# ---- lifo_cmd_seq ----
Fig. 1: lifo_cmd_seq, clock wiring as the flow saved it
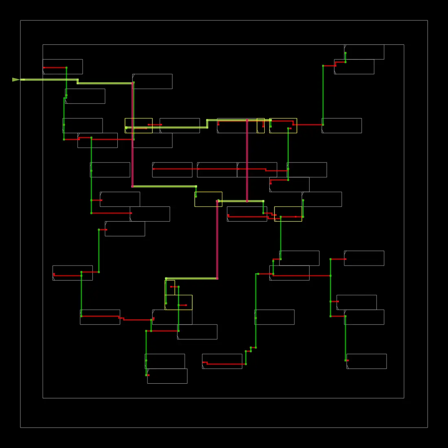

### config.mk
export PLATFORM = sky130hd
export DESIGN_NAME = lifo_cmd_seq
export DESIGN_NICKNAME = d
export VERILOG_FILES = /design/src/rtl/lifo_cmd_seq.sv
export SDC_FILE = /design/constraint.sdc
export NUM_CORES = 1
export LEC_CHECK = 0
export CAP_MARGIN = 0
export CELL_PAD_IN_SITES_DETAIL_PLACEMENT = 0
export CELL_PAD_IN_SITES_GLOBAL_PLACEMENT = 1
export CORE_MARGIN = 4
export CORE_UTILIZATION = 33
export DETAILED_ROUTE_END_ITERATION = 8
export PLACE_DENSITY_LB_ADDON = 0.1
export SYNTH_ARGS = -nofsm -noshare
export SYNTH_HDL_FRONTEND = slang
export SYNTH_SLANG_ARGS = --single-unit
### constraint.sdc
create_clock -name clk -period 2.15 [get_ports clk]
set_clock_uncertainty 0.05 [all_clocks]
set_input_delay 0.43 -clock clk [delete_from_list [all_inputs] [get_ports clk]]
set_output_delay 0.43 -clock clk [all_outputs]
set_load 0.02 [all_outputs]
### src/rtl/lifo_cmd_seq.sv
// Command sequencer in front of an 11-bit LIFO: push/pop over valid/ready, one response per command.
// Optional LIFO_CMD_STATS_EN adds saturating overflow/underflow reject counters.
module lifo_cmd_seq #(
    parameter int unsigned DW    = 11,
    parameter int unsigned DEPTH = 15,
    parameter int unsigned CW    = 4
) (
    input  logic          clk,
    input  logic          rst,
    input  logic          cmd_valid,
    output logic          cmd_ready,
    input  logic          cmd_op,
    input  logic [DW-1:0] cmd_data,
    output logic          rsp_valid,
    input  logic          rsp_ready,
    output logic [DW-1:0] rsp_data,
    output logic          rsp_err,
    output logic          lifo_we,
    output logic          lifo_re,
    output logic [DW-1:0] lifo_din,
    input  logic [DW-1:0] lifo_dout,
    output logic [CW-1:0] count,
    output logic          full,
    output logic          empty
`ifdef LIFO_CMD_STATS_EN
    ,
    output logic [7:0]    ovf_cnt,
    output logic [7:0]    unf_cnt
`endif
);

    typedef enum logic [2:0] {
        IDLE   = 3'd0,
        PUSH   = 3'd1,
        POP    = 3'd2,
        POPCAP = 3'd3,
        RESP   = 3'd4
    } state_t;

    state_t state;

    // Sequencer FSM; every output is a register updated alongside the state.
    always_ff @(posedge clk) begin
        if (rst) begin
            state     <= IDLE;
            cmd_ready <= 1'b1;
            rsp_valid <= 1'b0;
            rsp_data  <= '0;
            rsp_err   <= 1'b0;
            lifo_we   <= 1'b0;
            lifo_re   <= 1'b0;
            lifo_din  <= '0;
            count     <= '0;
            full      <= 1'b0;
            empty     <= 1'b1;
`ifdef LIFO_CMD_STATS_EN
            ovf_cnt   <= '0;
            unf_cnt   <= '0;
`endif
        end else begin
            lifo_we <= 1'b0;
            lifo_re <= 1'b0;
            case (state)
                IDLE: begin
                    if (cmd_valid && cmd_ready) begin
                        cmd_ready <= 1'b0;
                        if (!cmd_op) begin
                            if (full) begin
                                state     <= RESP;
                                rsp_valid <= 1'b1;
                                rsp_err   <= 1'b1;
                                rsp_data  <= '0;
`ifdef LIFO_CMD_STATS_EN
                                if (ovf_cnt != 8'hFF) ovf_cnt <= ovf_cnt + 8'd1;
`endif
                            end else begin
                                state    <= PUSH;
                                lifo_we  <= 1'b1;
                                lifo_din <= cmd_data;
                                count    <= count + CW'(1);
                                full     <= (count == CW'(DEPTH - 1));
                                empty    <= 1'b0;
                            end
                        end else begin
                            if (empty) begin
                                state     <= RESP;
                                rsp_valid <= 1'b1;
                                rsp_err   <= 1'b1;
                                rsp_data  <= '0;
`ifdef LIFO_CMD_STATS_EN
                                if (unf_cnt != 8'hFF) unf_cnt <= unf_cnt + 8'd1;
`endif
                            end else begin
                                state   <= POP;
                                lifo_re <= 1'b1;
                                count   <= count - CW'(1);
                                empty   <= (count == CW'(1));
                                full    <= 1'b0;
                            end
                        end
                    end
                end
                PUSH: begin
                    state     <= RESP;
                    rsp_valid <= 1'b1;
                    rsp_data  <= '0;
                    rsp_err   <= 1'b0;
                end
                POP: begin
                    state <= POPCAP;
                end
                // LIFO address has settled after the decrement, so dout is the popped word.
                POPCAP: begin
                    state     <= RESP;
                    rsp_valid <= 1'b1;
                    rsp_data  <= lifo_dout;
                    rsp_err   <= 1'b0;
                end
                RESP: begin
                    if (rsp_ready) begin
                        state     <= IDLE;
                        rsp_valid <= 1'b0;
                        cmd_ready <= 1'b1;
                    end
                end
                default: begin
                    state     <= IDLE;
                    rsp_valid <= 1'b0;
                    cmd_ready <= 1'b1;
                end
            endcase
        end
    end

endmodule

# ---- adder_io_stage ----
**config.mk**
```make
export PLATFORM = sky130hd
export DESIGN_NAME = adder_io_stage
export DESIGN_NICKNAME = d
export VERILOG_FILES = /design/src/rtl/adder_io_stage.sv
export SDC_FILE = /design/constraint.sdc
export NUM_CORES = 1
export LEC_CHECK = 0
export CAP_MARGIN = 20
export CORE_UTILIZATION = 47
export DETAILED_ROUTE_END_ITERATION = 10
export PLACE_DENSITY = 0.8
export SETUP_SLACK_MARGIN = 0.02
export SLEW_MARGIN = 20
export SYNTH_ARGS = -nofsm -noshare
export SYNTH_HDL_FRONTEND = slang
export SYNTH_SLANG_ARGS = --single-unit
```
**constraint.sdc**
```tcl
create_clock -name clk -period 4.6 [get_ports clk]
set_input_delay 0.92 -clock clk [delete_from_list [all_inputs] [get_ports clk]]
set_output_delay 0.92 -clock clk [all_outputs]
set_load 0.1 [all_outputs]
```
**src/rtl/adder_io_stage.sv**
```systemverilog
// adder_io_stage: a two-entry operand FIFO feeds an external combinational
// adder. The sum, the carry and a signed-overflow flag are captured into a
// registered output stage that uses a valid/ready handshake. The stage also
// counts completed output handshakes.
module adder_io_stage #(
  parameter int width = 32
) (
  input  logic             clk,
  input  logic             rst,
  input  logic             in_valid,
  output logic             in_ready,
  input  logic [width-1:0] in_a,
  input  logic [width-1:0] in_b,
  output logic [width-1:0] op_a,
  output logic [width-1:0] op_b,
  input  logic [width-1:0] add_sum,
  input  logic             add_cout,
  output logic             out_valid,
  input  logic             out_ready,
  output logic [width-1:0] out_sum,
  output logic             out_cout,
  output logic             out_ovf,
  output logic [15:0]      out_cnt
);

  // Operand storage. It has no reset: the pointers and the count decide
  // which entries hold valid data.
  logic [width-1:0] r_fifo_a [0:1];
  logic [width-1:0] r_fifo_b [0:1];

  logic             r_wr_ptr;
  logic             r_rd_ptr;
  logic [1:0]       r_count;

  logic             r_out_valid;
  logic [width-1:0] r_out_sum;
  logic             r_out_cout;
  logic             r_out_ovf;
  logic [15:0]      r_out_cnt;

  logic             w_push;
  logic             w_load;
  logic             w_out_fire;
  logic             w_ovf;
  logic             w_not_empty;

  // in_ready depends only on the registered count. This keeps out_ready off
  // the upstream ready path.
  assign in_ready    = (r_count < 2'd2);
  assign w_not_empty = (r_count != 2'd0);
  assign w_push      = in_valid && in_ready;
  assign w_out_fire  = r_out_valid && out_ready;
  // The head moves into the output stage when that stage is empty or is
  // being drained in this same cycle.
  assign w_load      = w_not_empty && (!r_out_valid || out_ready);

  // The head entry drives the external adder. Zeros are driven while the
  // FIFO is empty so the adder inputs never carry stale data.
  assign op_a = w_not_empty ? r_fifo_a[r_rd_ptr] : '0;
  assign op_b = w_not_empty ? r_fifo_b[r_rd_ptr] : '0;

  // Signed overflow: the operands have the same sign and the sum sign differs.
  assign w_ovf = (op_a[width-1] == op_b[width-1]) &&
                 (add_sum[width-1] != op_a[width-1]);

  // Each FIFO slot is written only when the write pointer selects it.
  generate
    for (genvar gi = 0; gi < 2; gi++) begin : g_slot
      // Capture the incoming operand pair into this slot on push.
      always_ff @(posedge clk) begin
        if (w_push && (r_wr_ptr == 1'(gi))) begin
          r_fifo_a[gi] <= in_a;
          r_fifo_b[gi] <= in_b;
        end
      end
    end
  endgenerate

  // FIFO pointers and occupancy. A push and a pop in the same cycle leave the
  // count unchanged.
  always_ff @(posedge clk or posedge rst) begin
    if (rst) begin
      r_wr_ptr <= 1'b0;
      r_rd_ptr <= 1'b0;
      r_count  <= 2'd0;
    end else begin
      if (w_push) r_wr_ptr <= ~r_wr_ptr;
      if (w_load) r_rd_ptr <= ~r_rd_ptr;
      case ({w_push, w_load})
        2'b10:   r_count <= r_count + 2'd1;
        2'b01:   r_count <= r_count - 2'd1;
        default: r_count <= r_count;
      endcase
    end
  end

  // Output stage. It loads the adder result when the head pops. It clears
  // valid after a handshake with no new load, and otherwise holds its value.
  always_ff @(posedge clk or posedge rst) begin
    if (rst) begin
      r_out_valid <= 1'b0;
      r_out_sum   <= '0;
      r_out_cout  <= 1'b0;
      r_out_ovf   <= 1'b0;
    end else if (w_load) begin
      r_out_valid <= 1'b1;
      r_out_sum   <= add_sum;
      r_out_cout  <= add_cout;
      r_out_ovf   <= w_ovf;
    end else if (w_out_fire) begin
      r_out_valid <= 1'b0;
    end
  end

  // Count completed output handshakes. The count wraps naturally at 16 bits.
  always_ff @(posedge clk or posedge rst) begin
    if (rst) begin
      r_out_cnt <= 16'h0000;
    end else if (w_out_fire) begin
      r_out_cnt <= r_out_cnt + 16'h0001;
    end
  end

  assign out_valid = r_out_valid;
  assign out_sum   = r_out_sum;
  assign out_cout  = r_out_cout;
  assign out_ovf   = r_out_ovf;
  assign out_cnt   = r_out_cnt;

endmodule

```

==> notes/layouts.md <==
Pictures saved along the way, in no particular order.

Metal 1.
Scale bar: 20 um. Supply wires on this layer in gray.
shot_01.png
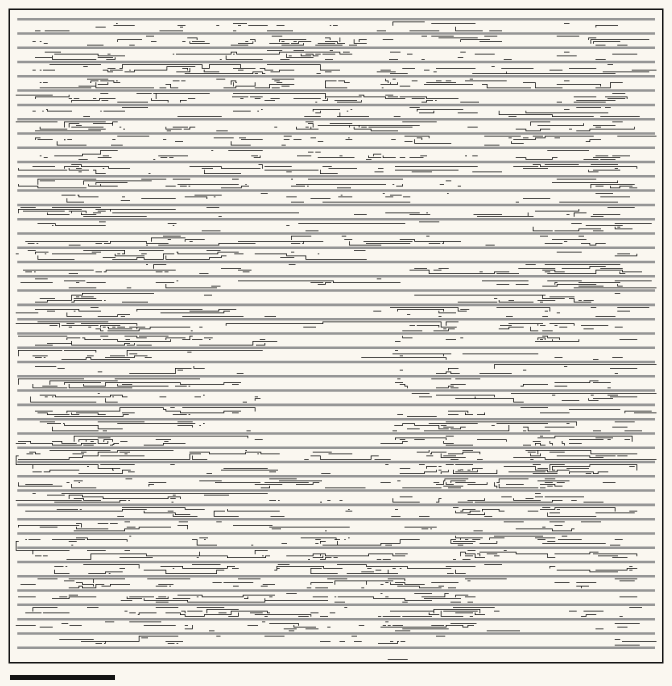
shot_02.png
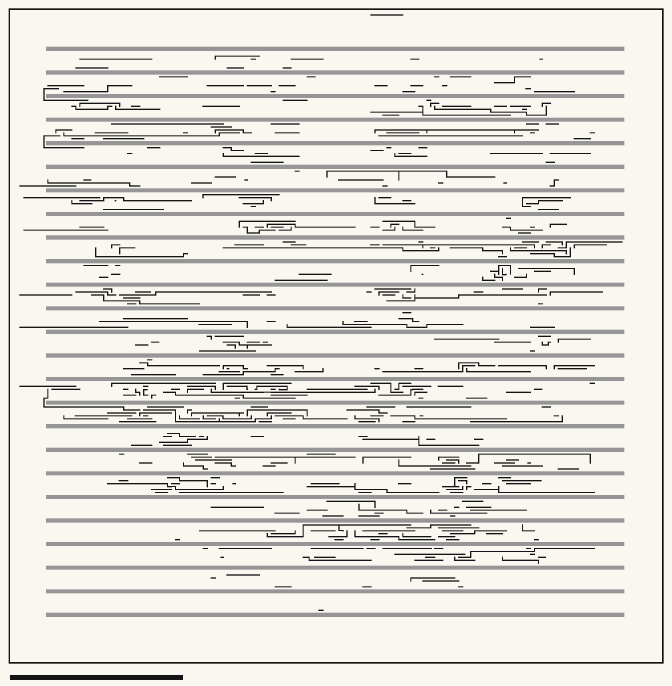
shot_01.png -> adder_io_stage
shot_02.png -> lifo_cmd_seq
- largest die: shot_01.png

Fig. 2: lifo_cmd_seq, metal 2
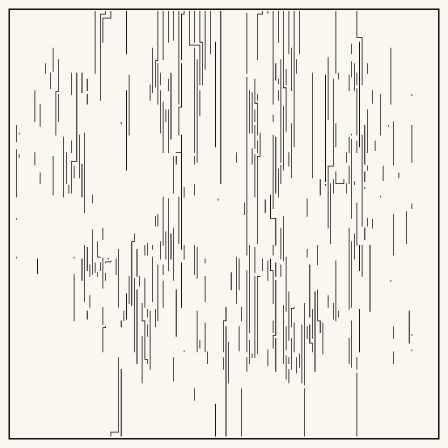
main direction: vertical
share of all routed wire: 49%
via count: 1392
total detailed-routing wirelength: 3912 um
met2 Use GR: 23.98%

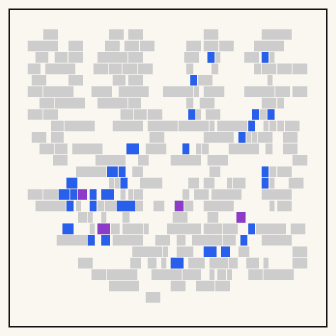
Fig. 3. Logic cells by family (lifo_cmd_seq).
legend:
  blue:
    family: inverting AOI/OAI gates
    cells: 31
    most_used: a21oi_1
  purple:
    family: AND and OR gates
    cells: 4
    most_used: or3_1
most frequent logic cell in the layout: clkdlybuf4s50_1
Final Instance Count excl. Fillers: 272

About Fig. 1:
Clk Latency, worst-skew pair: 0.28 ns
clock buf count: 6

==> impl_metrics.ini, lifo_cmd_seq <==
; synthesis and place-and-route metrics
[logic_synthesis]
ys_sh_xor_pct = 1.175
synthTopCellsByArea = dfxtp_1 48%, a22o_1 6.5%, a21oi_1 6.0%, nand3_1 4.0%, nand2_1 3.5%
synth_area_leader_cell = dfxtp_1
yosys_area_um2 = 1490
synth_cells = 158
synth_cell_types = 37
ys_seq_share_pct = 48.36

[grt]
antenna_found_initial = 0
use_met1_pct = 16.75

[floorplan]
fp_util_pct = 34.22
core_area_um2 = 4354
die_area_um2 = 5655
num_rows = 24
die_w_um = 75.20
die_h_um = 75.20

[place]
place_area_um2 = 2146
pre_cts_ws_ns = -0.2548

[worst_setup_path]
worstReg2RegStart = state[0]
cpPeakStageDelay_ns = 0.86
crit_slowest_cell = nor4b_2
reg2reg_to = rsp_data[4]
arrival_ns = 2.03
r2r_cells = 3

[timing]
max_freq_mhz = 539.0
setup_viol = 0

[final_layout]
final_cell_mix = 59 x clkdlybuf4s50_1, 36 x dfxtp_1, 17 x a21oi_1
final_area_um2 = 2227
nNonClkBuffers = 68
inverters = 5

[worst_hold_path]
min_from = lifo_din[6]

[detailed_routing]
drcViolationCount = 0

[cts]
htreeDepth = 2

[run_status]
outcome = complete, no violations
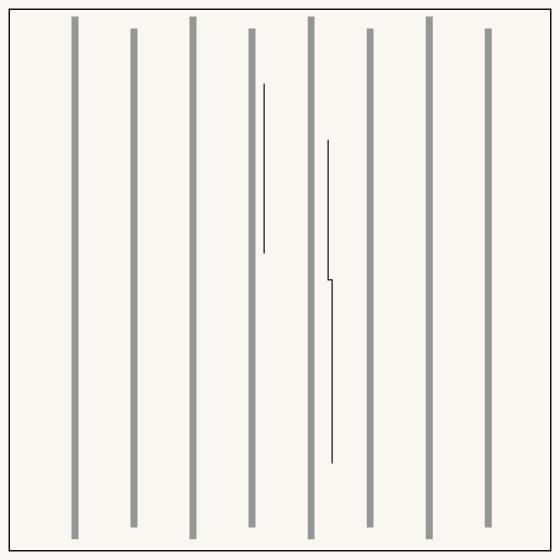
Fig. 4. The metal 4 layer (adder_io_stage).
Supply wires on this layer in gray.
longest straight run: 42.0 um
share of all routed wire: 0.79%
total detailed-routing wirelength: 14480 um
via count: 4241

==> impl_metrics.ini, adder_io_stage <==
; synthesis and place-and-route metrics
[flow_run]
cap_violations = 0
warnings = 26

[cts]
postCtsHoldBufs = 0
cts_resized = 0
path_clk_slew_ns = 0.06

[grt]
antenna_found_initial = 1
grt.total_usage_pct = 19.07
grt_start_max_net_pins = 65
grt_pass1_vias = 4292
grtUsageMet3_pct = 7.555
busiest_layer = met2
use_met1_pct = 23.21
met2_usage_pct = 31.18

[timing]
period_used_pct = 83.73
grt_setup_unrepaired = no
setup_tns_ns = 0
period_minus_slack_ns = 3.852

[detailed_routing]
wl_met3_um = 1342
antenna_left = 0
via_per_inst = 5.013

[final_layout]
finish.utilization_pct = 68.21
nNonClkBuffers = 222
antenna_cells = 0
combGateArea_um2 = 1703
inverters = 4

[worst_setup_path]
worstReg2RegStart = r_count[0]
cp_num_buf_inv = 1
cp_top_family = buffers and inverters
path_max_fanout = 46
critical_path_class = flip-flop to output port
critPathLaunchType = flip-flop
worstPathCellList = mux2i_1, nor2_1, clkdlybuf4s50_1

[worst_hold_path]
min_from = out_cnt[15]
hold_depth = 1

[place]
gp_congestion = 0.7475
dp.cells = 814

[floorplan]
tap_cells = 184
ios = 217

[logic_synthesis]
synth-async-reset-ratio_pct = 30.05
topCombFamilyByArea = multiplexers
syn_area_per_cell_um2 = 16.50

[run_status]
outcome = complete, no violations

# ---- shift_right_seq ----
Fig. 5: shift_right_seq, the metal 3 layer
Scale bar: 50 um. Cells faint in the background.
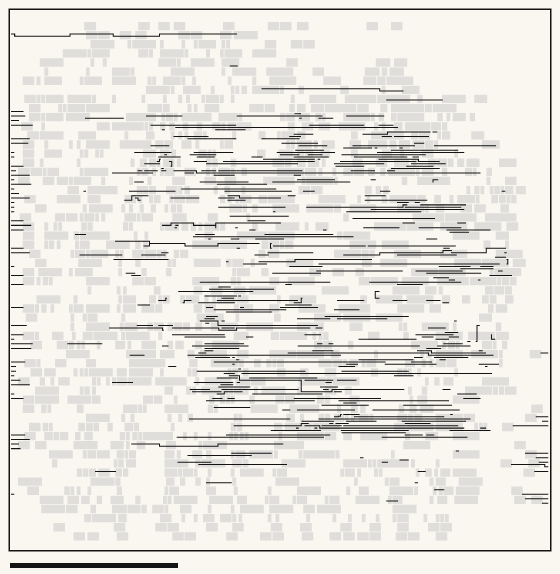

<file path="config.mk">
export PLATFORM = sky130hd
export DESIGN_NAME = shift_right_seq
export DESIGN_NICKNAME = d
export VERILOG_FILES = /design/src/rtl/shift_pkg.sv /design/src/rtl/shift_lane_step.sv /design/src/rtl/shift_right_seq.sv
export SDC_FILE = /design/constraint.sdc
export NUM_CORES = 1
export LEC_CHECK = 0
export ABC_AREA = 0
export CORE_MARGIN = 2
export CORE_UTILIZATION = 35
export DETAILED_ROUTE_END_ITERATION = 8
export GPL_TIMING_DRIVEN = 0
export MAX_ROUTING_LAYER = met4
export PLACE_DENSITY_LB_ADDON = 0.08
export SLEW_MARGIN = 30
export SYNTH_ARGS = -nofsm -noshare
export SYNTH_HDL_FRONTEND = slang
export SYNTH_HIERARCHICAL = 1
export SYNTH_SLANG_ARGS = --single-unit
</file>
<file path="constraint.sdc">
create_clock -name clk -period 5.2 [get_ports clk]
set_input_delay 0.52 -clock clk [delete_from_list [all_inputs] [get_ports clk]]
set_output_delay 0.52 -clock clk [all_outputs]
set_load 0.02 [all_outputs]
</file>
<file path="src/rtl/shift_pkg.sv">
// Shared constants, state encoding and small arithmetic helpers for the
// sequential lane-shift engine.
package shift_pkg;

    localparam int LANE_W   = 5;
    localparam int LANES    = 10;
    localparam int MAX_STEP = 4;
    localparam int DATA_W   = LANE_W * LANES;
    localparam int SHIFT_W  = 4;
    localparam int STEP_W   = 3;

    typedef enum logic [1:0] {
        IDLE  = 2'd0,
        SHIFT = 2'd1,
        DONE  = 2'd2
    } state_t;

    // Clamp a requested shift to the word length; larger shifts clear the word.
    function automatic logic [SHIFT_W-1:0] clamp_shift(input logic [SHIFT_W-1:0] req);
        if (req > SHIFT_W'(LANES)) begin
            return SHIFT_W'(LANES);
        end else begin
            return req;
        end
    endfunction

    // Largest legal single-cycle step for the lanes still to be shifted.
    function automatic logic [STEP_W-1:0] step_of(input logic [SHIFT_W-1:0] rem);
        if (rem > SHIFT_W'(MAX_STEP)) begin
            return STEP_W'(MAX_STEP);
        end else begin
            return rem[STEP_W-1:0];
        end
    endfunction

endpackage

</file>
<file path="src/rtl/shift_lane_step.sv">
// One combinational pass of the lane shifter: moves every lane right by
// 'step' lanes and writes 'fill' into each vacated upper lane.
module shift_lane_step
    import shift_pkg::*;
(
    input  logic [DATA_W-1:0] data,
    input  logic [STEP_W-1:0] step,
    input  logic [LANE_W-1:0] fill,
    output logic [DATA_W-1:0] result
);

    // Lane k takes lane k+step, or the fill value once past the top lane.
    always_comb begin
        result = '0;
        for (int k = 0; k < LANES; k++) begin
            if ((k + int'(step)) < LANES) begin
                result[k*LANE_W +: LANE_W] = data[(k + int'(step))*LANE_W +: LANE_W];
            end else begin
                result[k*LANE_W +: LANE_W] = fill;
            end
        end
    end

endmodule

</file>
<file path="src/rtl/shift_right_seq.sv">
// Sequential lane-shift engine: accepts a word and a shift count, applies the
// shift in steps of at most MAX_STEP lanes per cycle, and presents the fully
// shifted word on a valid/ready output.
module shift_right_seq
    import shift_pkg::*;
(
    input  logic              clk,
    input  logic              rst_n,
    input  logic              in_valid,
    output logic              in_ready,
    input  logic [DATA_W-1:0] in_data,
    input  logic [SHIFT_W-1:0] in_shift,
    input  logic [LANE_W-1:0] in_fill,
    output logic              out_valid,
    input  logic              out_ready,
    output logic [DATA_W-1:0] out_data,
    output logic              out_sat,
    output logic              busy
);

    state_t              state_r;
    state_t              state_s;
    logic [SHIFT_W-1:0]  remaining_r;
    logic [DATA_W-1:0]   data_r;
    logic [LANE_W-1:0]   fill_r;
    logic                sat_r;
    logic                ready_r;
    logic                busy_r;
    logic                valid_r;

    logic                accept_s;
    logic [SHIFT_W-1:0]  req_shift_s;
    logic [STEP_W-1:0]   step_s;
    logic [SHIFT_W-1:0]  rem_next_s;
    logic [DATA_W-1:0]   shifted_s;

    assign accept_s    = (state_r == IDLE) && ready_r && in_valid;
    assign req_shift_s = clamp_shift(in_shift);
    assign step_s      = step_of(remaining_r);
    assign rem_next_s  = remaining_r - SHIFT_W'(step_s);

    shift_lane_step u_step (
        .data   (data_r),
        .step   (step_s),
        .fill   (fill_r),
        .result (shifted_s)
    );

    // Next-state decode for the IDLE -> SHIFT -> DONE request sequence.
    always_comb begin
        state_s = state_r;
        case (state_r)
            IDLE: begin
                if (accept_s) begin
                    if (req_shift_s == {SHIFT_W{1'b0}}) begin
                        state_s = DONE;
                    end else begin
                        state_s = SHIFT;
                    end
                end else begin
                    state_s = IDLE;
                end
            end
            SHIFT: begin
                if (rem_next_s == {SHIFT_W{1'b0}}) begin
                    state_s = DONE;
                end else begin
                    state_s = SHIFT;
                end
            end
            DONE: begin
                if (out_ready) begin
                    state_s = IDLE;
                end else begin
                    state_s = DONE;
                end
            end
            default: begin
                state_s = IDLE;
            end
        endcase
    end

    // State, datapath and registered handshake decodes; reset aborts any request.
    always_ff @(posedge clk) begin
        if (!rst_n) begin
            state_r     <= IDLE;
            remaining_r <= {SHIFT_W{1'b0}};
            data_r      <= {DATA_W{1'b0}};
            fill_r      <= {LANE_W{1'b0}};
            sat_r       <= 1'b0;
            ready_r     <= 1'b0;
            busy_r      <= 1'b0;
            valid_r     <= 1'b0;
        end else begin
            state_r <= state_s;
            ready_r <= (state_s == IDLE);
            busy_r  <= (state_s != IDLE);
            valid_r <= (state_s == DONE);
            case (state_r)
                IDLE: begin
                    if (accept_s) begin
                        data_r      <= in_data;
                        fill_r      <= in_fill;
                        remaining_r <= req_shift_s;
                        sat_r       <= (in_shift > SHIFT_W'(LANES));
                    end
                end
                SHIFT: begin
                    data_r      <= shifted_s;
                    remaining_r <= rem_next_s;
                end
                default: begin
                    data_r <= data_r;
                end
            endcase
        end
    end

    assign in_ready  = ready_r;
    assign busy      = busy_r;
    assign out_valid = valid_r;
    assign out_data  = data_r;
    assign out_sat   = sat_r;

endmodule

</file>
# ---- ext_bus_arbiter_flat ----
### src/rtl/ext_bus_arbiter_if.sv
// ext_bus_arbiter_if: requester A/B handshakes plus the shared ghostbus ext slave port.
interface ext_bus_arbiter_if #(
    parameter int AW = 2,
    parameter int DW = 8
);
    logic          a_req, a_we, a_gnt, a_rvalid;
    logic [AW-1:0] a_addr;
    logic [DW-1:0] a_wdata, a_rdata;
    logic          b_req, b_we, b_gnt, b_rvalid;
    logic [AW-1:0] b_addr;
    logic [DW-1:0] b_wdata, b_rdata;
    logic [AW-1:0] ext_addr;
    logic [DW-1:0] ext_wdata, ext_rdata;
    logic          ext_we;

    modport slave (
        input  a_req, a_we, a_addr, a_wdata,
        output a_gnt, a_rvalid, a_rdata,
        input  b_req, b_we, b_addr, b_wdata,
        output b_gnt, b_rvalid, b_rdata,
        output ext_addr, ext_wdata, ext_we,
        input  ext_rdata
    );

    modport master (
        output a_req, a_we, a_addr, a_wdata,
        input  a_gnt, a_rvalid, a_rdata,
        output b_req, b_we, b_addr, b_wdata,
        input  b_gnt, b_rvalid, b_rdata,
        input  ext_addr, ext_wdata, ext_we,
        output ext_rdata
    );
endinterface

### src/rtl/ext_bus_arbiter.sv
// ext_bus_arbiter: round-robin A/B arbiter serialising accesses onto one ghostbus ext slave.
// Define EXT_ARB_STATS_EN to add saturating grant/conflict counters (a_cnt, b_cnt, conflict_cnt).
module ext_bus_arbiter #(
    parameter int AW     = 2,
    parameter int DW     = 8,
    parameter int RD_LAT = 1
) (
    input logic clk,
    input logic rst_n,
    ext_bus_arbiter_if.slave bus
`ifdef EXT_ARB_STATS_EN
    ,
    output logic [15:0] a_cnt,
    output logic [15:0] b_cnt,
    output logic [15:0] conflict_cnt
`endif
);
    typedef enum logic [1:0] {IDLE, ISSUE, WAIT} state_t;

    state_t        state;
    logic          last_b, sel_b, rd, win_b, win_we;
    logic [1:0]    cnt;
    logic [AW-1:0] win_addr;
    logic [DW-1:0] win_wdata;

    // On a tie the requester that was not granted last wins.
    assign win_b     = (bus.a_req && bus.b_req) ? !last_b : bus.b_req;
    assign win_we    = win_b ? bus.b_we : bus.a_we;
    assign win_addr  = win_b ? bus.b_addr : bus.a_addr;
    assign win_wdata = win_b ? bus.b_wdata : bus.a_wdata;

    always_ff @(posedge clk or negedge rst_n) begin
        if (!rst_n) begin
            state         <= IDLE;
            last_b        <= 1'b1;
            sel_b         <= 1'b0;
            rd            <= 1'b0;
            cnt           <= '0;
            bus.a_gnt     <= 1'b0;
            bus.b_gnt     <= 1'b0;
            bus.a_rvalid  <= 1'b0;
            bus.b_rvalid  <= 1'b0;
            bus.a_rdata   <= '0;
            bus.b_rdata   <= '0;
            bus.ext_addr  <= '0;
            bus.ext_wdata <= '0;
            bus.ext_we    <= 1'b0;
        end else begin
            bus.a_gnt    <= 1'b0;
            bus.b_gnt    <= 1'b0;
            bus.a_rvalid <= 1'b0;
            bus.b_rvalid <= 1'b0;
            bus.ext_we   <= 1'b0;
            case (state)
                IDLE: if (bus.a_req || bus.b_req) begin
                    state         <= ISSUE;
                    sel_b         <= win_b;
                    last_b        <= win_b;
                    rd            <= !win_we;
                    bus.a_gnt     <= !win_b;
                    bus.b_gnt     <= win_b;
                    bus.ext_addr  <= win_addr;
                    bus.ext_wdata <= win_wdata;
                    bus.ext_we    <= win_we;
                end
                ISSUE: begin
                    state <= rd ? WAIT : IDLE;
                    cnt   <= 2'(RD_LAT - 1);
                end
                WAIT: if (cnt == 2'd0) begin
                    state <= IDLE;
                    if (sel_b) begin
                        bus.b_rdata  <= bus.ext_rdata;
                        bus.b_rvalid <= 1'b1;
                    end else begin
                        bus.a_rdata  <= bus.ext_rdata;
                        bus.a_rvalid <= 1'b1;
                    end
                end else begin
                    cnt <= cnt - 2'd1;
                end
                default: state <= IDLE;
            endcase
        end
    end

`ifdef EXT_ARB_STATS_EN
    always_ff @(posedge clk or negedge rst_n) begin
        if (!rst_n) begin
            a_cnt        <= '0;
            b_cnt        <= '0;
            conflict_cnt <= '0;
        end else begin
            if (bus.a_gnt && a_cnt != 16'hffff) a_cnt <= a_cnt + 16'd1;
            if (bus.b_gnt && b_cnt != 16'hffff) b_cnt <= b_cnt + 16'd1;
            if (state == IDLE && bus.a_req && bus.b_req && conflict_cnt != 16'hffff)
                conflict_cnt <= conflict_cnt + 16'd1;
        end
    end
`endif
endmodule

### src/flat_wrapper.sv
// flat-port wrapper written by rule: the top's interface ports become plain ports
module ext_bus_arbiter_flat 
#(
    parameter int AW     = 2,
    parameter int DW     = 8,
    parameter int RD_LAT = 1
)
  (clk, rst_n, bus_a_req, bus_a_we, bus_a_addr, bus_a_wdata, bus_a_gnt, bus_a_rvalid, bus_a_rdata, bus_b_req, bus_b_we, bus_b_addr, bus_b_wdata, bus_b_gnt, bus_b_rvalid, bus_b_rdata, bus_ext_addr, bus_ext_wdata, bus_ext_we, bus_ext_rdata);
  ext_bus_arbiter_if #(.AW(AW), .DW(DW)) bus_i ();
  input logic clk;
  input logic rst_n;
  input wire logic [$bits(bus_i.a_req)-1:0] bus_a_req;
  input wire logic [$bits(bus_i.a_we)-1:0] bus_a_we;
  input wire logic [$bits(bus_i.a_addr)-1:0] bus_a_addr;
  input wire logic [$bits(bus_i.a_wdata)-1:0] bus_a_wdata;
  output wire logic [$bits(bus_i.a_gnt)-1:0] bus_a_gnt;
  output wire logic [$bits(bus_i.a_rvalid)-1:0] bus_a_rvalid;
  output wire logic [$bits(bus_i.a_rdata)-1:0] bus_a_rdata;
  input wire logic [$bits(bus_i.b_req)-1:0] bus_b_req;
  input wire logic [$bits(bus_i.b_we)-1:0] bus_b_we;
  input wire logic [$bits(bus_i.b_addr)-1:0] bus_b_addr;
  input wire logic [$bits(bus_i.b_wdata)-1:0] bus_b_wdata;
  output wire logic [$bits(bus_i.b_gnt)-1:0] bus_b_gnt;
  output wire logic [$bits(bus_i.b_rvalid)-1:0] bus_b_rvalid;
  output wire logic [$bits(bus_i.b_rdata)-1:0] bus_b_rdata;
  output wire logic [$bits(bus_i.ext_addr)-1:0] bus_ext_addr;
  output wire logic [$bits(bus_i.ext_wdata)-1:0] bus_ext_wdata;
  output wire logic [$bits(bus_i.ext_we)-1:0] bus_ext_we;
  input wire logic [$bits(bus_i.ext_rdata)-1:0] bus_ext_rdata;
  assign bus_i.a_req = bus_a_req;
  assign bus_i.a_we = bus_a_we;
  assign bus_i.a_addr = bus_a_addr;
  assign bus_i.a_wdata = bus_a_wdata;
  assign bus_a_gnt = bus_i.a_gnt;
  assign bus_a_rvalid = bus_i.a_rvalid;
  assign bus_a_rdata = bus_i.a_rdata;
  assign bus_i.b_req = bus_b_req;
  assign bus_i.b_we = bus_b_we;
  assign bus_i.b_addr = bus_b_addr;
  assign bus_i.b_wdata = bus_b_wdata;
  assign bus_b_gnt = bus_i.b_gnt;
  assign bus_b_rvalid = bus_i.b_rvalid;
  assign bus_b_rdata = bus_i.b_rdata;
  assign bus_ext_addr = bus_i.ext_addr;
  assign bus_ext_wdata = bus_i.ext_wdata;
  assign bus_ext_we = bus_i.ext_we;
  assign bus_i.ext_rdata = bus_ext_rdata;
  ext_bus_arbiter #(.AW(AW), .DW(DW), .RD_LAT(RD_LAT)) u_core (.clk(clk), .rst_n(rst_n), .bus(bus_i));
endmodule
### config.mk
export PLATFORM = sky130hd
export DESIGN_NAME = ext_bus_arbiter_flat
export DESIGN_NICKNAME = d
export VERILOG_FILES = /design/src/rtl/ext_bus_arbiter_if.sv /design/src/rtl/ext_bus_arbiter.sv /design/src/flat_wrapper.sv
export SDC_FILE = /design/constraint.sdc
export NUM_CORES = 1
export LEC_CHECK = 0
export CELL_PAD_IN_SITES_DETAIL_PLACEMENT = 1
export CELL_PAD_IN_SITES_GLOBAL_PLACEMENT = 1
export CORE_UTILIZATION = 35
export CTS_BUF_LIST = sky130_fd_sc_hd__clkbuf_8 sky130_fd_sc_hd__clkbuf_16
export DETAILED_ROUTE_END_ITERATION = 10
export GPL_ROUTABILITY_DRIVEN = 1
export GPL_TIMING_DRIVEN = 1
export HOLD_SLACK_MARGIN = 0.1
export PLACE_DENSITY = 0.9
export SLEW_MARGIN = 20
export SYNTH_ARGS = -nofsm -noshare
export SYNTH_HDL_FRONTEND = slang
export SYNTH_SLANG_ARGS = --single-unit
### constraint.sdc
create_clock -name clk -period 3.6 [get_ports clk]
set_clock_uncertainty 0.05 [all_clocks]
set_input_delay 0.36 -clock clk [delete_from_list [all_inputs] [get_ports clk]]
set_output_delay 0.36 -clock clk [all_outputs]
set_load 0.03 [all_outputs]
# ---- score_display_scanner ----
==> src/rtl/score_display_scanner.sv <==
// Multiplexed 5-digit common-anode seven-segment scanner with per-frame score snapshot and per-slot dead time.
// Optional leading-zero blanking is enabled by defining SCORE_LEADING_ZERO_BLANK_EN.
module score_display_scanner #(
    parameter int CLK_DIV     = 50000,
    parameter int DEAD_CYCLES = 500
) (
    input  logic        clk,
    input  logic        rst,
    input  logic [19:0] bcd_score,
    output logic [6:0]  seg_n,
    output logic [4:0]  an_n,
    output logic        frame_start
);

    localparam int CW = (CLK_DIV > 1) ? $clog2(CLK_DIV) : 1;
    localparam logic [CW-1:0] CNT_MAX = CW'(CLK_DIV - 1);

    // Slot phase is a pure function of cnt; scan_state is kept as a named signal for probing.
    typedef enum logic {
        DARK = 1'b0,
        LIT  = 1'b1
    } scan_e;

    logic [CW-1:0] cnt;
    logic [2:0]    idx;
    logic [19:0]   snap;
    logic          tick;
    logic          frame_edge;
    scan_e         scan_state;
    logic [4:0]    blank;
    logic [3:0]    digit;
    logic          digit_blank;
    logic [6:0]    seg_next;
    logic [4:0]    an_next;

    assign tick       = (cnt == CNT_MAX);
    assign frame_edge = tick && (idx == 3'd4);
    assign scan_state = (int'(cnt) < DEAD_CYCLES) ? DARK : LIT;

    function automatic logic [6:0] decode(input logic [3:0] d);
        case (d)
            4'd0:    decode = 7'b1000000;
            4'd1:    decode = 7'b1111001;
            4'd2:    decode = 7'b0100100;
            4'd3:    decode = 7'b0110000;
            4'd4:    decode = 7'b0011001;
            4'd5:    decode = 7'b0010010;
            4'd6:    decode = 7'b0000010;
            4'd7:    decode = 7'b1111000;
            4'd8:    decode = 7'b0000000;
            4'd9:    decode = 7'b0010000;
            default: decode = 7'b0111111;
        endcase
    endfunction

    always_ff @(posedge clk or negedge rst) begin
        if (!rst) begin
            cnt  <= '0;
            idx  <= 3'd0;
            snap <= 20'd0;
        end else begin
            cnt <= tick ? '0 : cnt + 1'b1;
            if (tick) begin
                idx <= (idx == 3'd4) ? 3'd0 : idx + 3'd1;
            end
            if (frame_edge) begin
                snap <= bcd_score;
            end
        end
    end

`ifdef SCORE_LEADING_ZERO_BLANK_EN
    // Walk from the top digit down; a digit stays blank until a non-zero nibble is seen at or above it.
    always_comb begin
        logic nz;
        nz    = 1'b0;
        blank = 5'd0;
        for (int i = 4; i >= 1; i--) begin
            nz       = nz | (snap[4*i +: 4] != 4'd0);
            blank[i] = !nz;
        end
    end
`else
    assign blank = 5'd0;
`endif

    always_comb begin
        digit       = 4'd0;
        digit_blank = 1'b1;
        case (idx)
            3'd0: begin digit = snap[3:0];   digit_blank = blank[0]; end
            3'd1: begin digit = snap[7:4];   digit_blank = blank[1]; end
            3'd2: begin digit = snap[11:8];  digit_blank = blank[2]; end
            3'd3: begin digit = snap[15:12]; digit_blank = blank[3]; end
            3'd4: begin digit = snap[19:16]; digit_blank = blank[4]; end
            default: begin digit = 4'd0;     digit_blank = 1'b1;     end
        endcase
    end

    always_comb begin
        an_next  = 5'h1F;
        seg_next = 7'h7F;
        if (scan_state == LIT && !digit_blank) begin
            an_next  = ~(5'b00001 << idx);
            seg_next = decode(digit);
        end
    end

    always_ff @(posedge clk or negedge rst) begin
        if (!rst) begin
            seg_n       <= 7'h7F;
            an_n        <= 5'h1F;
            frame_start <= 1'b0;
        end else begin
            seg_n       <= seg_next;
            an_n        <= an_next;
            frame_start <= frame_edge;
        end
    end

endmodule

==> config.mk <==
export PLATFORM = sky130hd
export DESIGN_NAME = score_display_scanner
export DESIGN_NICKNAME = d
export VERILOG_FILES = /design/src/rtl/score_display_scanner.sv
export SDC_FILE = /design/constraint.sdc
export NUM_CORES = 1
export LEC_CHECK = 0
export ABC_AREA = 1
export CAP_MARGIN = 20
export CORE_MARGIN = 8
export CORE_UTILIZATION = 45
export DETAILED_ROUTE_END_ITERATION = 10
export PLACE_DENSITY = 0.67
export SLEW_MARGIN = 20
export SYNTH_ARGS = -nofsm -noshare
export SYNTH_HDL_FRONTEND = slang
export SYNTH_SLANG_ARGS = --single-unit
==> constraint.sdc <==
create_clock -name clk -period 2.4 [get_ports clk]
set_input_delay 0.72 -clock clk [delete_from_list [all_inputs] [get_ports clk]]
set_output_delay 0.72 -clock clk [all_outputs]
set_load 0.02 [all_outputs]

==> layout pictures side by side <==
Metal 1.
Plate I
Scale bar: 20 um. Supply wires on this layer in gray.
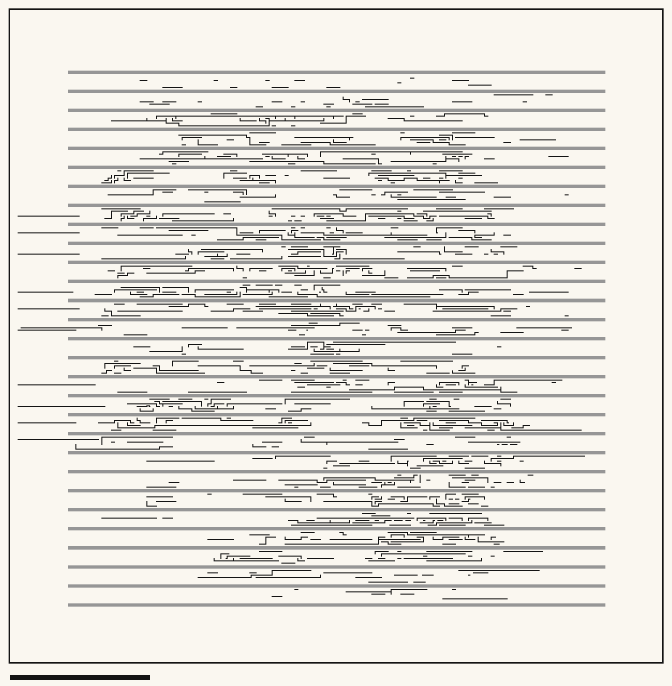
Plate II
Scale bar: 20 um. Supply wires on this layer in gray.
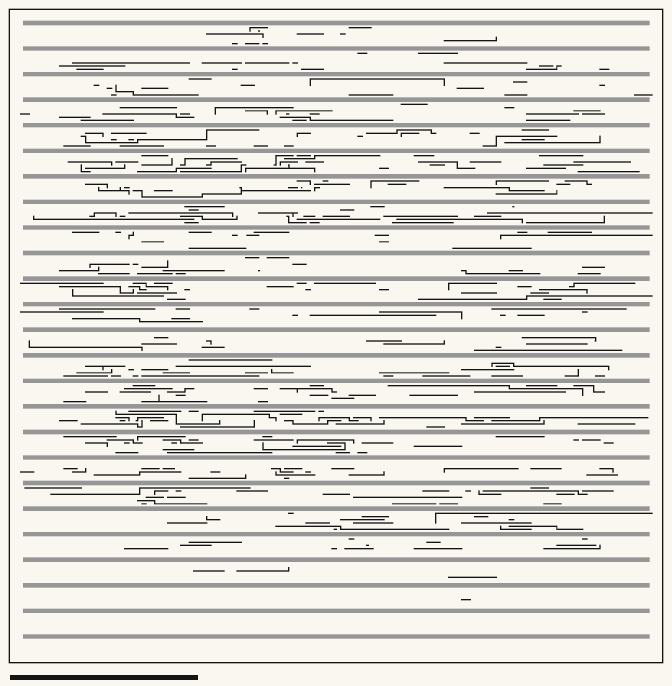
Plate III
Scale bar: 50 um. Supply wires on this layer in gray.
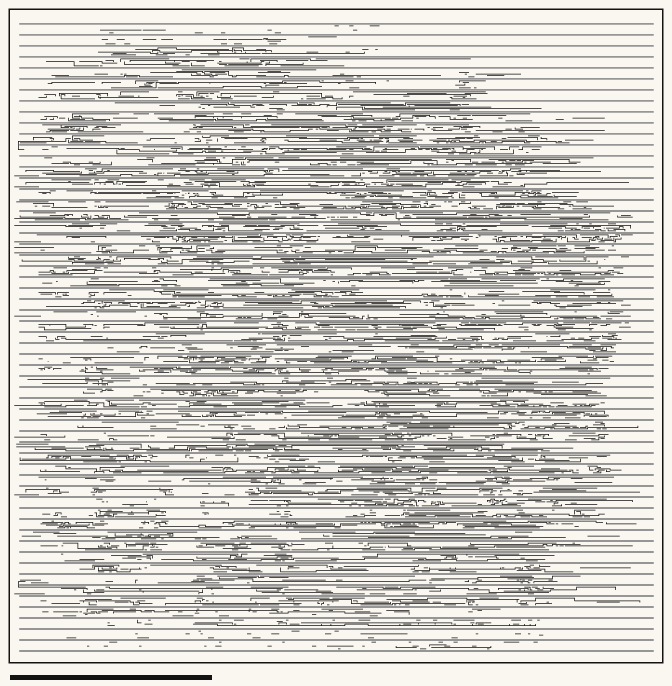
- Plate III = shift_right_seq
- Plate I = score_display_scanner
- Plate II = ext_bus_arbiter_flat
The one with the largest die is Plate III.
The one with the smallest die is Plate II.

Key to Plate I:
nets with wire on the layer: 350
share of all routed wire: 48%

Fig. 6: ext_bus_arbiter_flat, clock wiring as the flow saved it
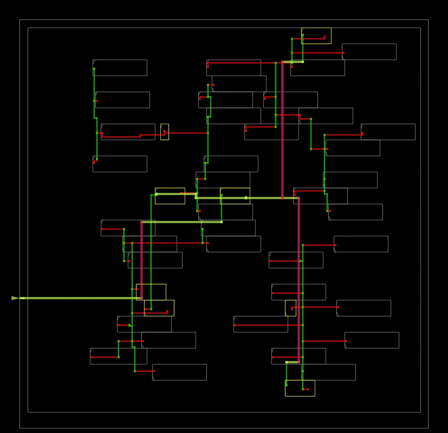
number of flip-flops and latches: 38
CTS Sinks: 38
Clock group: 0.000293 W
clock buf count: 6
Num CTS Buffers: 5

==> impl_metrics.ini, ext_bus_arbiter_flat <==
; synthesis and place-and-route metrics
[final_layout]
inverters = 5
seqCellArea_um2 = 952.2
reg_top3 = u_core.bus.a_rdata x8, u_core.bus.b_rdata x8, u_core.bus.ext_wdata x8
buffer_area_share_pct = 27.53
antenna_cells = 0
clockNetworkAreaShare_pct = 3.910
combGateArea_um2 = 565.5
seq_share_pct = 40.76
nFillCells = 462

[detailed_routing]
dr.pass1.iters = 4
dr_wl_met2_um = 1720
drcViolationCount = 0
via_per_inst = 5.040
route.layer.met1.wl_um = 1626

[power_and_ir_drop]
maxPowerGroup = combinational logic
seq_power_share_pct = 34.9
p_switching_w = 0.0008736
p_sw_share_pct = 40.49
power_frac_comb_pct = 51.5

[grt]
grt_start_max_net_pins = 39
use_met1_pct = 22.01

[cts]
htreeDepth = 2
cts_setup_buffers = 0
postCtsHoldBufs = 0
root_buffer = clkbuf_8
cts_tree = yes
clk_latency_ns = 0.29

[place]
dp_hpwl_um = 2808
io_buffers = 64
gp_congestion = 0.7181

[floorplan]
tap_cells = 52

[logic_synthesis]
edf_count = 0
syn_area_per_cell_um2 = 12.32
synth_cells = 129
yosys.area_share.aoi_pct = 11.42
synth_area_leader_cell = dfrtp_1

[timing]
grt_setup_unrepaired = no
relSlewSlack_pct = 45.24

[worst_setup_path]
crit_slowest_cell = nor2_1
reg2reg_slack_ns = 1.58
cp_data_required_time_ns = 3.72
cp_top_family = simple AND/OR/NAND/NOR gates
worstSetupEndpointType = flip-flop
arrival_ns = 2.14

[worst_hold_path]
hp-class = input port to async pin

[run_status]
outcome = complete, no violations
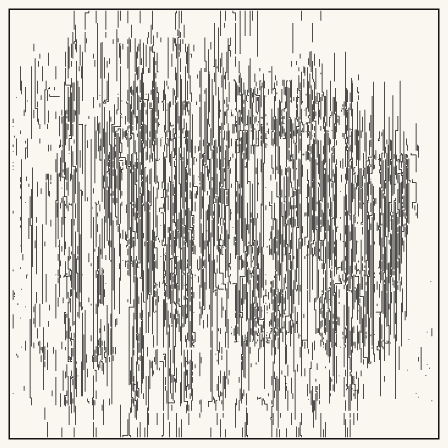
Fig. 7. Metal 2 (shift_right_seq).
nets with wire on the layer: 999
main direction: vertical
longest straight run: 105 um
wire length on this layer: 17900 um

## Picture notes: Fig. 5
share of all routed wire: 10%
longest straight run: 84.6 um
nets with wire on the layer: 244

==> impl_metrics.ini, shift_right_seq <==
; synthesis and place-and-route metrics
[place]
gp_congestion = 0.9935
dp.cells = 1414
pre_cts_ws_ns = -2.117

[final_layout]
finish.utilization_pct = 44.44
combGateArea_um2 = 6735
sh_comb_area_pct = 62.32
final_area_um2 = 10810
final_cell_mix = 180 x nand2_1, 116 x clkdlybuf4s50_1, 94 x nor2_1
lay_top_count = nand2_1
antenna_cells = 0
comb_cells = 767
dominant-cell-class = combinational gates

[timing]
period_minus_slack_ns = 5.033
period_used_pct = 96.79
relSlewSlack_pct = 39.55
hold_viol = 0

[cts]
cts_resized = 36
clockBufferDepth = 2
root_buffer = clkbuf_16

[worst_setup_path]
cp_num_buf_inv = 8
path_max_fanout = 13
worstSetupStartpoint = remaining_r[2]
cp_data_required_time_ns = 5.42
reg2reg_slack_ns = 0.17
crit_slowest_cell = o41ai_1
worstSetupEndpointType = flip-flop

[logic_synthesis]
yosys_warnings = 6
ys_sh_xor_pct = 0.3038
yosys.area_share.aoi_pct = 19.84
top_cell = nand2_1
syn-cell-area_um2 = 8648
syn_area_per_cell_um2 = 8.879

[power_and_ir_drop]
maxPowerGroup = combinational logic
p_sw_share_pct = 46.58
p_leak_nw = 3.814
p_switching_w = 0.001529
p_int_w = 0.001754

[detailed_routing]
wl_um = 41700
wl_met3_um = 4218
wl_per_cell_um = 29.02

[floorplan]
die_w_um = 161.2
core_area_um2 = 24320
die_h_um = 161.2

[grt]
use_met1_pct = 43.99
grt_pass1_wl_um = 60870
grt.total_usage_pct = 32.64
grtUsageMet3_pct = 6.934

[worst_hold_path]
min_from = out_sat

[run_status]
outcome = complete, no violations
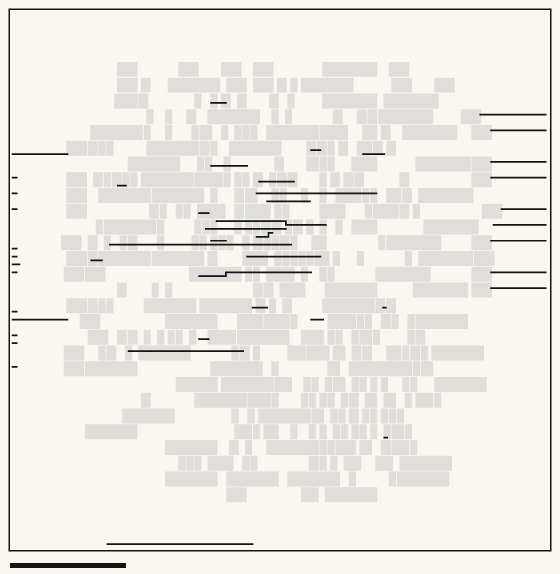
Fig. 8. The metal 3 layer (score_display_scanner).
Scale bar: 20 um. Cells faint in the background.
nets with wire on the layer: 37
longest straight run: 31.3 um

==> impl_metrics.ini, score_display_scanner <==
; synthesis and place-and-route metrics
[worst_setup_path]
r2r_cells = 13
worstPathCellList = clkdlybuf4s50_1
worstSetupEndpointType = output port
path_max_fanout = 1
worstSetupStartpoint = an_n[1]
worstReg2RegStart = idx[0]
cp-endpoint = an_n[1]

[final_layout]
flops = 52
final_area_um2 = 3203
max_flop_register = snap
sh_comb_area_pct = 36.64
nets = 396
finish.utilization_pct = 54.75
nFillCells = 539
dominant-cell-class = registers

[power_and_ir_drop]
p_sw_share_pct = 19.42
maxPowerGroup = sequential cells
powerComb_w = 0.0000533

[timing]
hold_viol = 0
period_minus_slack_ns = 2.137
period_used_pct = 89.05

[run_status]
outcome = complete, no violations

[detailed_routing]
top_layer_used = met4
drt_iter0_drc = 130
antenna_left = 0

[logic_synthesis]
top_cell = nand2_1
mux_share_pct = 0
synthesis.nets = 359
synthTopCellsByArea = dfrtp_1 37%, nand2_1 14%, dfstp_2 12%, nand3_1 9.7%, ha_1 5.1%
ys_sh_xor_pct = 2.285
syn_area_per_cell_um2 = 8.229

[place]
place_area_um2 = 3087
gp_congestion = 0.9104

[worst_hold_path]
hp-class = input port to async pin

[floorplan]
core_area_um2 = 5851
num_rows = 28

[cts]
cts_resized = 0
postCtsHoldBufs = 0
clockBufferDepth = 2


## Gallery

The metal 3 layer.
Scale bar: 20 um. Cells faint in the background.
picture 1
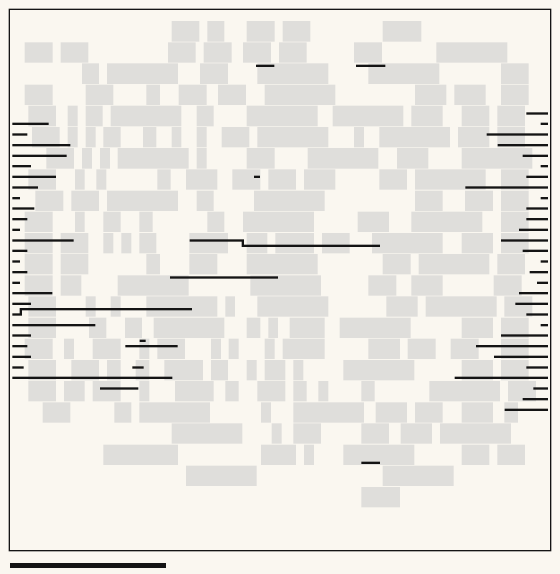
picture 2
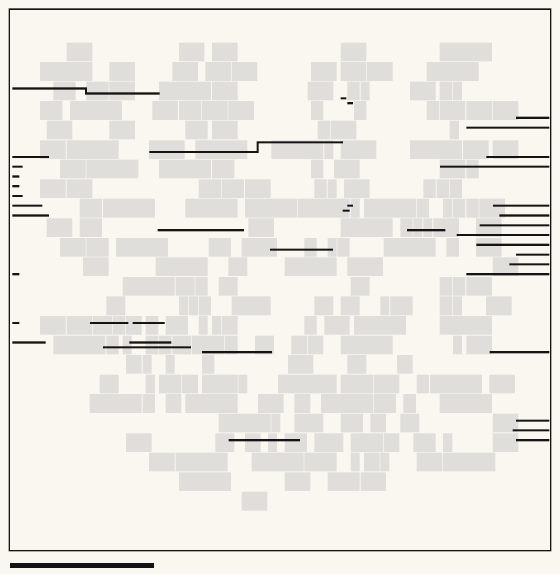
picture 3
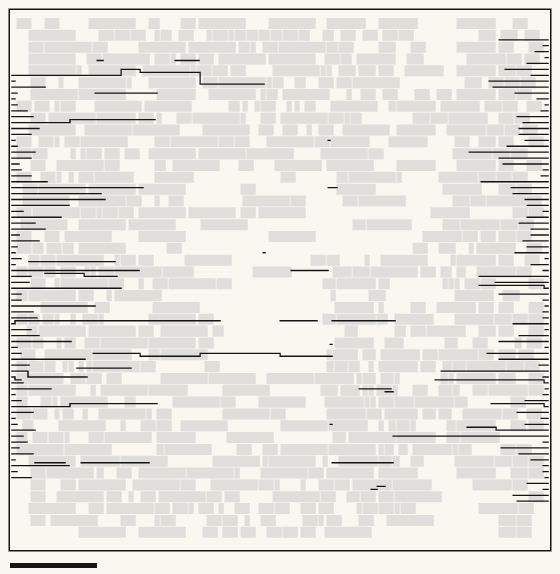
lifo_cmd_seq: picture 2
ext_bus_arbiter_flat: picture 1
adder_io_stage: picture 3

Key to picture 2:
longest straight run: 15.0 um
wire length on this layer: 272 um
nets with wire on the layer: 36

Power is estimated from default activity; no workload was simulated.
